# design 1

<file path="config.mk">
export PLATFORM = sky130hd
export DESIGN_NAME = vga_vram_arbiter
export DESIGN_NICKNAME = d
export VERILOG_FILES = /design/src/rtl/vga_vram_arbiter.sv
export SDC_FILE = /design/constraint.sdc
export NUM_CORES = 1
export LEC_CHECK = 0
export ABC_AREA = 0
export CORE_ASPECT_RATIO = 1.5
export CORE_MARGIN = 2
export CORE_UTILIZATION = 42
export DETAILED_ROUTE_END_ITERATION = 8
export HOLD_SLACK_MARGIN = 0.05
export PLACE_DENSITY = 0.89
export SLEW_MARGIN = 20
export SYNTH_ARGS = -nofsm -noshare
export SYNTH_HDL_FRONTEND = slang
export SYNTH_SLANG_ARGS = --single-unit
</file>
<file path="constraint.sdc">
create_clock -name mclk -period 4.7 [get_ports mclk]
set_input_delay 1.41 -clock mclk [delete_from_list [all_inputs] [get_ports mclk]]
set_output_delay 1.41 -clock mclk [all_outputs]
set_load 0.01 [all_outputs]
</file>
<file path="src/rtl/vga_vram_arbiter.sv">
// vga_vram_arbiter: shares one single-port synchronous VRAM between the VGA
// display fetch unit and the CPU bus port. One access per cycle, read data is
// routed back to its issuer via a two-stage tag pipeline, and the CPU has a
// bounded wait even under continuous display traffic.
module vga_vram_arbiter #(
    parameter int AW         = 15,
    parameter int DW         = 8,
    parameter int STARVE_MAX = 8
) (
    input  logic          mclk,
    input  logic          rst_n,
    input  logic          blank,
    input  logic          disp_req,
    input  logic [AW-1:0] disp_addr,
    output logic          disp_gnt,
    output logic          disp_rvalid,
    output logic [DW-1:0] disp_rdata,
    input  logic          cpu_req,
    input  logic          cpu_we,
    input  logic [AW-1:0] cpu_addr,
    input  logic [DW-1:0] cpu_wdata,
    output logic          cpu_gnt,
    output logic          cpu_rvalid,
    output logic [DW-1:0] cpu_rdata,
    output logic          ram_en,
    output logic          ram_we,
    output logic [AW-1:0] ram_addr,
    output logic [DW-1:0] ram_wdata,
    input  logic [DW-1:0] ram_rdata
);

    localparam logic [7:0] STARVE_LIM = 8'(STARVE_MAX);

    logic [7:0] cpu_wait_r;
    logic       cpu_win_s;
    logic       disp_win_s;
    logic       tag1_valid_r;
    logic       tag1_cpu_r;
    logic       disp_rv_r;
    logic       cpu_rv_r;

    // Priority arbiter: starved CPU, then CPU during blanking, then display, then CPU.
    always_comb begin
        cpu_win_s  = 1'b0;
        disp_win_s = 1'b0;
        if (!rst_n) begin
            cpu_win_s  = 1'b0;
            disp_win_s = 1'b0;
        end else if (cpu_req && (cpu_wait_r == STARVE_LIM)) begin
            cpu_win_s = 1'b1;
        end else if (cpu_req && blank) begin
            cpu_win_s = 1'b1;
        end else if (disp_req) begin
            disp_win_s = 1'b1;
        end else if (cpu_req) begin
            cpu_win_s = 1'b1;
        end else begin
            cpu_win_s  = 1'b0;
            disp_win_s = 1'b0;
        end
    end

    assign cpu_gnt    = cpu_win_s;
    assign disp_gnt   = disp_win_s;
    assign disp_rdata = ram_rdata;
    assign cpu_rdata  = ram_rdata;
    assign disp_rvalid = disp_rv_r;
    assign cpu_rvalid  = cpu_rv_r;

    // Counts consecutive denied CPU cycles, saturating at the starvation limit.
    always_ff @(posedge mclk or negedge rst_n) begin
        if (!rst_n) begin
            cpu_wait_r <= 8'd0;
        end else if (!cpu_req || cpu_win_s) begin
            cpu_wait_r <= 8'd0;
        end else if (cpu_wait_r != STARVE_LIM) begin
            cpu_wait_r <= cpu_wait_r + 8'd1;
        end else begin
            cpu_wait_r <= cpu_wait_r;
        end
    end

    // Registers the winner's access onto the RAM port; address/data hold when idle.
    always_ff @(posedge mclk or negedge rst_n) begin
        if (!rst_n) begin
            ram_en    <= 1'b0;
            ram_we    <= 1'b0;
            ram_addr  <= '0;
            ram_wdata <= '0;
        end else if (cpu_win_s) begin
            ram_en    <= 1'b1;
            ram_we    <= cpu_we;
            ram_addr  <= cpu_addr;
            ram_wdata <= cpu_wdata;
        end else if (disp_win_s) begin
            ram_en    <= 1'b1;
            ram_we    <= 1'b0;
            ram_addr  <= disp_addr;
        end else begin
            ram_en    <= 1'b0;
            ram_we    <= 1'b0;
        end
    end

    // Read tag pipeline: stage 1 rides with ram_en, stage 2 with ram_rdata.
    // Stage 2 is stored already split by owner so the rvalid outputs are flops.
    always_ff @(posedge mclk or negedge rst_n) begin
        if (!rst_n) begin
            tag1_valid_r <= 1'b0;
            tag1_cpu_r   <= 1'b0;
            disp_rv_r    <= 1'b0;
            cpu_rv_r     <= 1'b0;
        end else begin
            tag1_valid_r <= disp_win_s | (cpu_win_s & ~cpu_we);
            tag1_cpu_r   <= cpu_win_s;
            disp_rv_r    <= tag1_valid_r & ~tag1_cpu_r;
            cpu_rv_r     <= tag1_valid_r & tag1_cpu_r;
        end
    end

endmodule

</file>
# design 2

`src/rtl/stage2_fmap_window_gen.sv`:
```
// stage2_fmap_window_gen
//   Builds the KXxKY convolution window for the stage-2 kernel array from a
//   raster-order feature-map stream (one pixel per valid cycle, no backpressure).
//   Ports:
//     clk, reset     : rising-edge clock, synchronous active-high reset
//     i_in_valid     : i_in_pixel is valid this cycle
//     i_in_pixel     : signed pixel, row-major raster order
//     o_ot_valid     : o_ot_fmap holds a complete window this cycle
//     o_ot_fmap      : window, element ky*KX+kx at [(ky*KX+kx)*IBW +: IBW]
//     o_frame_done   : pulses with the last window of a frame
//     o_busy         : high while a frame is partially received
module stage2_fmap_window_gen #(
  parameter int unsigned IMG_W = 12,
  parameter int unsigned IMG_H = 12,
  parameter int unsigned KX    = 5,
  parameter int unsigned KY    = 5,
  parameter int unsigned IBW   = 20
) (
  input  logic                   clk,
  input  logic                   reset,
  input  logic                   i_in_valid,
  input  logic [IBW-1:0]         i_in_pixel,
  output logic                   o_ot_valid,
  output logic [KX*KY*IBW-1:0]   o_ot_fmap,
  output logic                   o_frame_done,
  output logic                   o_busy
);

  localparam int unsigned COL_W = (IMG_W > 1) ? $clog2(IMG_W) : 1;
  localparam int unsigned ROW_W = (IMG_H > 1) ? $clog2(IMG_H) : 1;
  localparam int unsigned FMAP_W = KX * KY * IBW;

  localparam logic [COL_W-1:0] COL_LAST      = COL_W'(IMG_W - 1);
  localparam logic [ROW_W-1:0] ROW_LAST      = ROW_W'(IMG_H - 1);
  localparam logic [ROW_W-1:0] ROW_FILL_LAST = ROW_W'(KY - 2);
  localparam logic [COL_W-1:0] COL_WIN_MIN   = COL_W'(KX - 1);
  localparam logic [ROW_W-1:0] ROW_WIN_MIN   = ROW_W'(KY - 1);

  typedef enum logic [1:0] {
    S_IDLE   = 2'd0,
    S_FILL   = 2'd1,
    S_STREAM = 2'd2
  } state_t;

  state_t              r_state;
  state_t              w_state_nxt;
  logic [COL_W-1:0]    r_col;
  logic [ROW_W-1:0]    r_row;

  // r_line[KY-2] holds row r-1, r_line[0] holds row r-KY+1 (oldest)
  logic [IBW-1:0]      r_line [KY-1][IMG_W];
  logic [IBW-1:0]      r_win  [KY][KX];
  logic [IBW-1:0]      w_win_nxt [KY][KX];
  logic [FMAP_W-1:0]   w_fmap_nxt;

  logic w_col_last;
  logic w_row_last;
  logic w_frame_last;
  logic w_fill_last;
  logic w_win_ok;

  assign w_col_last   = (r_col == COL_LAST);
  assign w_row_last   = (r_row == ROW_LAST);
  assign w_frame_last = w_col_last && w_row_last;
  assign w_fill_last  = w_col_last && (r_row == ROW_FILL_LAST);
  assign w_win_ok     = (r_row >= ROW_WIN_MIN) && (r_col >= COL_WIN_MIN);

  // Next-state logic
  always_comb begin
    w_state_nxt = r_state;
    if (i_in_valid) begin
      case (r_state)
        S_IDLE:   w_state_nxt = S_FILL;
        S_FILL:   if (w_fill_last)  w_state_nxt = S_STREAM;
        S_STREAM: if (w_frame_last) w_state_nxt = S_IDLE;
        default:  w_state_nxt = S_IDLE;
      endcase
    end
  end

  // Window after shifting in the new column (line-buffer taps + incoming pixel)
  always_comb begin
    w_win_nxt  = '{default: '0};
    w_fmap_nxt = '0;
    for (int ky = 0; ky < KY; ky++) begin
      for (int kx = 0; kx < KX - 1; kx++) begin
        w_win_nxt[ky][kx] = r_win[ky][kx+1];
      end
      if (ky == KY - 1) w_win_nxt[ky][KX-1] = i_in_pixel;
      else              w_win_nxt[ky][KX-1] = r_line[ky][r_col];
    end
    for (int ky = 0; ky < KY; ky++) begin
      for (int kx = 0; kx < KX; kx++) begin
        w_fmap_nxt[(ky*KX+kx)*IBW +: IBW] = w_win_nxt[ky][kx];
      end
    end
  end

  // State, counters and registered outputs
  always_ff @(posedge clk) begin
    if (reset) begin
      r_state      <= S_IDLE;
      r_col        <= '0;
      r_row        <= '0;
      o_ot_valid   <= 1'b0;
      o_frame_done <= 1'b0;
      o_busy       <= 1'b0;
      o_ot_fmap    <= '0;
    end else begin
      r_state      <= w_state_nxt;
      o_busy       <= (w_state_nxt != S_IDLE);
      o_ot_valid   <= i_in_valid && w_win_ok;
      o_frame_done <= i_in_valid && w_frame_last;
      if (i_in_valid) begin
        if (w_col_last) begin
          r_col <= '0;
          r_row <= w_row_last ? '0 : r_row + ROW_W'(1);
        end else begin
          r_col <= r_col + COL_W'(1);
        end
        if (w_win_ok) o_ot_fmap <= w_fmap_nxt;
      end
    end
  end

  // Data storage; never cleared since only fully refreshed windows are emitted
  always_ff @(posedge clk) begin
    if (!reset && i_in_valid) begin
      for (int ky = 0; ky < KY; ky++) begin
        for (int kx = 0; kx < KX; kx++) begin
          r_win[ky][kx] <= w_win_nxt[ky][kx];
        end
      end
      for (int ky = 0; ky < KY - 2; ky++) begin
        r_line[ky][r_col] <= r_line[ky+1][r_col];
      end
      r_line[KY-2][r_col] <= i_in_pixel;
    end
  end

endmodule

```
`config.mk`:
```
export PLATFORM = sky130hd
export DESIGN_NAME = stage2_fmap_window_gen
export DESIGN_NICKNAME = d
export VERILOG_FILES = /design/src/rtl/stage2_fmap_window_gen.sv
export SDC_FILE = /design/constraint.sdc
export NUM_CORES = 2
export LEC_CHECK = 0
export CORE_MARGIN = 2
export CORE_UTILIZATION = 63
export CTS_CLUSTER_DIAMETER = 200
export CTS_CLUSTER_SIZE = 8
export DETAILED_ROUTE_END_ITERATION = 10
export DONT_BUFFER_PORTS = 1
export PLACE_DENSITY_LB_ADDON = 0.25
export SYNTH_ARGS = -nofsm -noshare
export SYNTH_HDL_FRONTEND = slang
export SYNTH_SLANG_ARGS = --single-unit
```
`constraint.sdc`:
```
create_clock -name clk -period 25.5 [get_ports clk]
set_input_delay 7.65 -clock clk [delete_from_list [all_inputs] [get_ports clk]]
set_output_delay 7.65 -clock clk [all_outputs]
set_load 0.02 [all_outputs]
```
# design 3

==> src/rtl/hazard_ctrl.sv <==
// rtl/hazard_ctrl.sv - RAW scoreboard, stall and branch-flush sequencer (option: HAZARD_STATS_EN)
`ifndef REGAW
`define REGAW 4
`endif

module hazard_ctrl #(
  parameter int NREGS        = 16,
  parameter int CNTW         = 2,
  parameter int FLUSH_CYCLES = 2
) (
  input  logic              clk,
  input  logic              rst,
  input  logic              issue_valid_in,
  input  logic [`REGAW-1:0] rn_a_in,
  input  logic [`REGAW-1:0] rm_a_in,
  input  logic [`REGAW-1:0] rd_a_in,
  input  logic              use_rn_in,
  input  logic              use_rm_in,
  input  logic              use_rd_in,
  input  logic              reg_we_in,
  input  logic              retire_valid_in,
  input  logic [`REGAW-1:0] retire_wa_in,
  input  logic              retire_had_we_in,
  input  logic              branch_taken_in,
  output logic              stall_out,
  output logic              flush_out,
  output logic              issue_fire_out,
  output logic [15:0]       stall_cnt_out,
  output logic [15:0]       flush_cnt_out
);

  localparam logic [CNTW-1:0] CNT_MAX = {CNTW{1'b1}};
  localparam logic [2:0]      FC_LOAD = 3'(FLUSH_CYCLES - 1);

  typedef enum logic {IDLE, FLUSH} state_t;

  state_t          state_q, state_d;
  logic [2:0]      fc_q, fc_d;
  logic            flush_load;
  logic [CNTW-1:0] cnt_q [NREGS];
  logic [NREGS-1:0] inc, dec;
  logic            haz;

  // Flush window is a pure function of the registered state, so it never glitches
  assign flush_out = (state_q == FLUSH);

  // RAW hazard on any used source, or WAW when the destination counter is full
  always_comb begin
    haz = issue_valid_in &
          ((use_rn_in & (cnt_q[rn_a_in] != '0)) |
           (use_rm_in & (cnt_q[rm_a_in] != '0)) |
           (use_rd_in & (cnt_q[rd_a_in] != '0)) |
           (reg_we_in & (cnt_q[rd_a_in] == CNT_MAX)));
  end

  assign stall_out      = haz & ~flush_out;
  assign issue_fire_out = issue_valid_in & ~stall_out & ~flush_out;

  // Per-register increment/decrement requests from issue and retire
  always_comb begin
    inc = '0;
    dec = '0;
    for (int r = 0; r < NREGS; r++) begin
      inc[r] = issue_fire_out & reg_we_in & (rd_a_in == `REGAW'(r));
      dec[r] = retire_valid_in & retire_had_we_in & (retire_wa_in == `REGAW'(r));
    end
  end

  // Scoreboard counters: saturate at both ends instead of wrapping
  always_ff @(posedge clk) begin
    for (int r = 0; r < NREGS; r++) begin
      if (rst) begin
        cnt_q[r] <= '0;
      end else if (inc[r] && !dec[r] && cnt_q[r] != CNT_MAX) begin
        cnt_q[r] <= cnt_q[r] + CNTW'(1);
      end else if (dec[r] && !inc[r] && cnt_q[r] != '0) begin
        cnt_q[r] <= cnt_q[r] - CNTW'(1);
      end
    end
  end

  // Flush FSM state register
  always_ff @(posedge clk) begin
    if (rst) begin
      state_q <= IDLE;
      fc_q    <= '0;
    end else begin
      state_q <= state_d;
      fc_q    <= fc_d;
    end
  end

  // Flush FSM next state: a taken branch (re)starts the window
  always_comb begin
    state_d    = state_q;
    fc_d       = fc_q;
    flush_load = 1'b0;
    case (state_q)
      IDLE: begin
        if (branch_taken_in) begin
          state_d    = FLUSH;
          fc_d       = FC_LOAD;
          flush_load = 1'b1;
        end
      end
      FLUSH: begin
        if (branch_taken_in) begin
          fc_d       = FC_LOAD;
          flush_load = 1'b1;
        end else if (fc_q == 3'd0) begin
          state_d = IDLE;
        end else begin
          fc_d = fc_q - 3'd1;
        end
      end
      default: begin
        state_d = IDLE;
        fc_d    = '0;
      end
    endcase
  end

`ifdef HAZARD_STATS_EN
  logic [15:0] stall_cnt_q, flush_cnt_q;

  // Saturating stall-cycle and flush-event counters
  always_ff @(posedge clk) begin
    if (rst) begin
      stall_cnt_q <= '0;
      flush_cnt_q <= '0;
    end else begin
      if (stall_out && stall_cnt_q != 16'hFFFF) stall_cnt_q <= stall_cnt_q + 16'd1;
      if (flush_load && flush_cnt_q != 16'hFFFF) flush_cnt_q <= flush_cnt_q + 16'd1;
    end
  end

  assign stall_cnt_out = stall_cnt_q;
  assign flush_cnt_out = flush_cnt_q;
`else
  assign stall_cnt_out = 16'h0;
  assign flush_cnt_out = 16'h0;
`endif

endmodule

==> config.mk <==
export PLATFORM = sky130hd
export DESIGN_NAME = hazard_ctrl
export DESIGN_NICKNAME = d
export VERILOG_FILES = /design/src/rtl/hazard_ctrl.sv
export SDC_FILE = /design/constraint.sdc
export NUM_CORES = 1
export LEC_CHECK = 0
export ABC_AREA = 0
export CAP_MARGIN = 10
export CORE_UTILIZATION = 30
export DETAILED_ROUTE_END_ITERATION = 6
export GPL_TIMING_DRIVEN = 0
export MAX_ROUTING_LAYER = met4
export PLACE_DENSITY = 0.51
export SLEW_MARGIN = 10
export SYNTH_ARGS = -nofsm -noshare
export SYNTH_HDL_FRONTEND = slang
export SYNTH_SLANG_ARGS = --single-unit
==> constraint.sdc <==
create_clock -name clk -period 4.1 [get_ports clk]
set_input_delay 0.82 -clock clk [delete_from_list [all_inputs] [get_ports clk]]
set_output_delay 0.82 -clock clk [all_outputs]
set_load 0.005 [all_outputs]

==> screenshots <==
Signal metal coverage by tile.
panel A
(1 px per um) 33 x 33 tiles, from black (low) to pale yellow (high), scaled to the fullest tile. Values are wire area over tile area, all layers added.
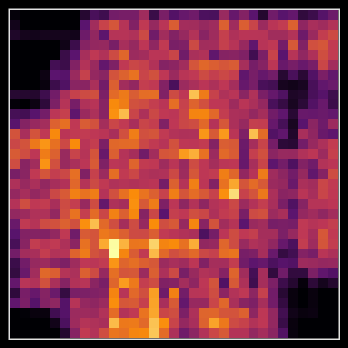
panel B
(4 px per um) 11 x 17 tiles, from black (low) to pale yellow (high), scaled to the fullest tile. Values are wire area over tile area, all layers added.
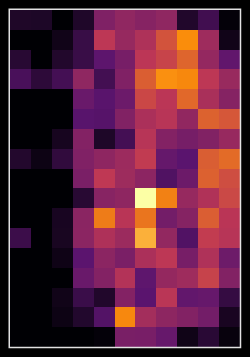
panel C
(3 px per um) 23 x 23 tiles, from black (low) to pale yellow (high), scaled to the fullest tile. Values are wire area over tile area, all layers added.
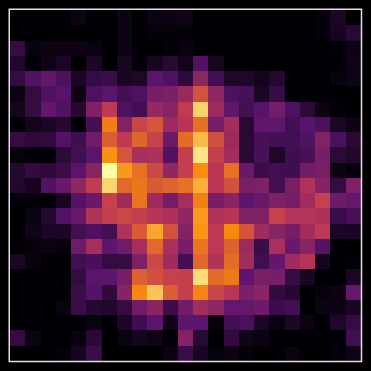
The one with the largest die is panel A.
The one with the smallest die is panel B.
design 1 -> panel B
design 2 -> panel A
design 3 -> panel C

Key to panel A:
The emptiest ninth of the die: north-west. The fullest tile reaches 0.59. 35% of the tiles are over half the peak. 5.8% of the tiles are nearly empty.

Fig. 1: design 1, sequential cells coloured by netlist name
(4 px per um) Other sequential cells in the stronger grey, the rest of the logic in the fainter grey.
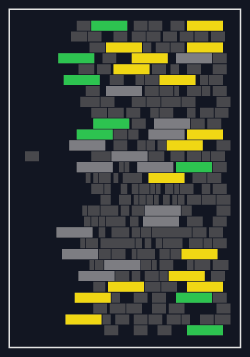
`ram_wdata`: in green, flops 8. `ram_addr`: in yellow, flops 15.
Another 14 sequential cells are not coloured.

==> out/qor.yml, design 1 <==
die:
  tapCellCount: 46
  die_w_um: 57.4
logic_synthesis:
  adder_share_pct: 1.39
  mux_share_pct: 5.01
  simple_gate_share_pct: 16.6
  top_cell_area_share_pct: 51.5
  ys_top_cells_by_area: "dfrtp_1, buf_4, and2_1"
  ys.flop_type: "dfrtp_1"
detailed_routing:
  drc: 0
  dr.first_iter.drc_count: 34
layout:
  final_core_util_pct: 60.8
  comb_area_um2: 697
  inv_count: 4
  regMostFlops: "ram_addr"
  final_area_mm2: 0.00254
worst_setup_path:
  critPathLaunch: "disp_req"
  r2r-start: "cpu_wait_r[0]$_DFFE_PN0P_"
global_route:
  gr-total-overflow: 0
  grt_pass1_vias: 1427
  grt_start_max_net_pins: 42
clock_tree:
  cts-htree-levels: 2
run:
  maxCapViolCount: 0
hold_path:
  hold_class: "flop to flop"
  hold_path_end: "disp_rvalid$_DFF_PN0_"
power_and_ir_drop:
  pwr-share-seq_pct: 46.0
  power_frac_clock_pct: 28.5
  pg_comb_mw: 0.206
sta:
  period_used_pct: 93.0
status:
  status: "complete, no violations"
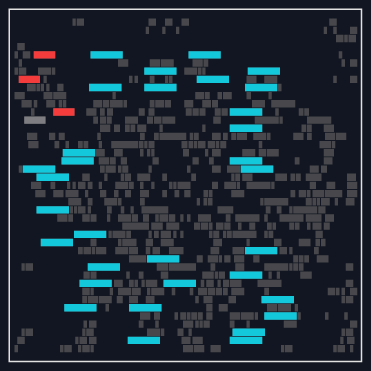
Fig. 2. Sequential cells coloured by netlist name (design 3).
(3 px per um) Other sequential cells in the stronger grey, the rest of the logic in the fainter grey.
`cnt_q`: in cyan, flops 32. `fc_q`: in red, flops 3.
Another 1 sequential cells are not coloured.

==> out/qor.yml, design 3 <==
sta:
  hold_viol: 0
  holdWs_ns: 0.502
  slew_viol_final: 0
  relSlewSlack_pct: 45.9
  setup_viol: 0
  setup_tns_ns: 0
logic_synthesis:
  synth.most_common_cell: "nor2_1"
  ys_top_cells_by_area: "edfxtp_1, ha_1, mux4_2"
  synth.distinct_cells: 59
  simple_gate_share_pct: 22.7
  ys_top_cells_by_count: "nor2_1, inv_1, buf_4, edfxtp_1, ha_1"
detailed_routing:
  firstDrtPassIters: 6
  wl_per_cell_um: 19.5
  routed-wl-met3_um: 889
run:
  maxCapViolCount: 0
power_and_ir_drop:
  power_density_mw_per_mm2: 249
  powerClk_mw: 0.414
  p_sw_mw: 0.375
placed_design:
  numPortBuffers: 24
  dpl-instance-area_mm2: 0.00454
global_route:
  grt_start_max_net_pins: 12
  gr-total-overflow: 0
layout:
  fillers: 1331
  num_antenna_cells: 0
  syn2layout_area_growth_pct: 19.7
die:
  core_area_mm2: 0.0128
  rows: 41
hold_path:
  hold_class: "flop to flop"
worst_setup_path:
  reg2reg_depth: 8
status:
  status: "complete, no violations"
Fig. 3: design 2, sequential cells coloured by netlist name
(1 px per um) Other sequential cells in the stronger grey, the rest of the logic in the fainter grey.
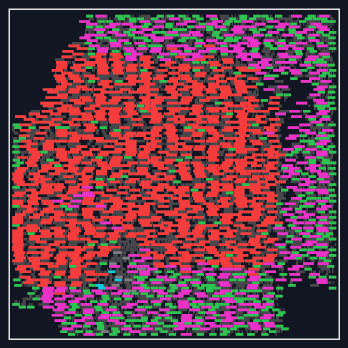
`r_row`: in cyan, flops 4. `r_win`: in magenta, flops 400, where all over the die. `r_line`: in red, flops 960. `o_ot_fmap`: in green, flops 500, where all over the die.

Fig. 4: design 2, metal 3
(1.5 px per um)
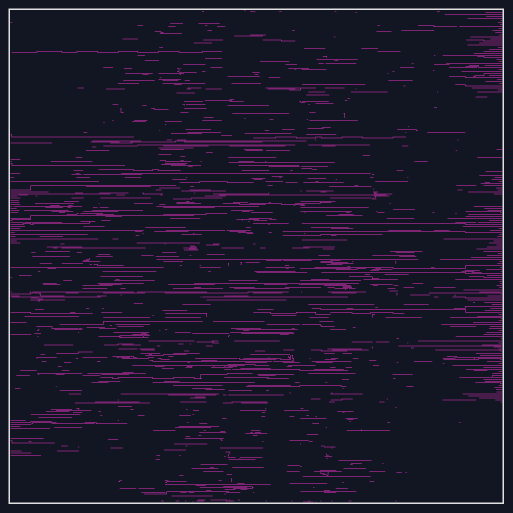
The longest straight run is 174 um. The layer holds 9.9% of the routed length.

==> out/qor.yml, design 2 <==
die:
  chip_area_mm2: 0.108
  core_area_mm2: 0.104
layout:
  final_core_util_pct: 72.4
  flop_area_mm2: 0.0511
  ff_count: 1873
  inv_count: 5
sta:
  tightest_slew_ns: 2.55
  slew_viol_final: 284
  period_used_pct: 41.0
  setup_viol: 0
  fmax_mhz: 95.6
worst_setup_path:
  reg2reg_depth: 5
  crit_chain: "nor2b_4, buf_12, and3_4, buf_4"
status:
  violations: "slew limit"
  status: "finished, violations left"
logic_synthesis:
  synth.most_common_cell: "edfxtp_1"
  ys_warn_count: 0
  ys.flops: 1873
  ys_top_cells_by_count: "edfxtp_1, nand2_1, dfxtp_1, a21oi_1, mux2i_1"
  mux_share_pct: 7.60
  postSynthAreaPerCell_um2: 15.2
placed_design:
  place_ws_ns: 14.78
power_and_ir_drop:
  pwr-share-seq_pct: 49.0
detailed_routing:
  vias: 37413
global_route:
  top_usage_layer: "met2"


==> screenshots <==
Clock nets.
image #1
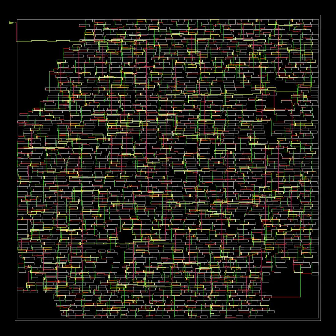
image #2
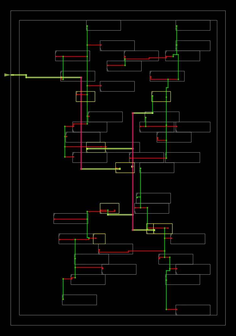
image #3
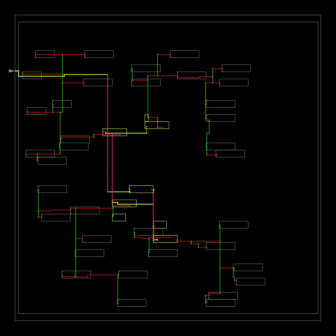
image #1 -> design 2
image #2 -> design 1
image #3 -> design 3
- most clock buffers: image #1

Power and IR drop assume default switching activity.
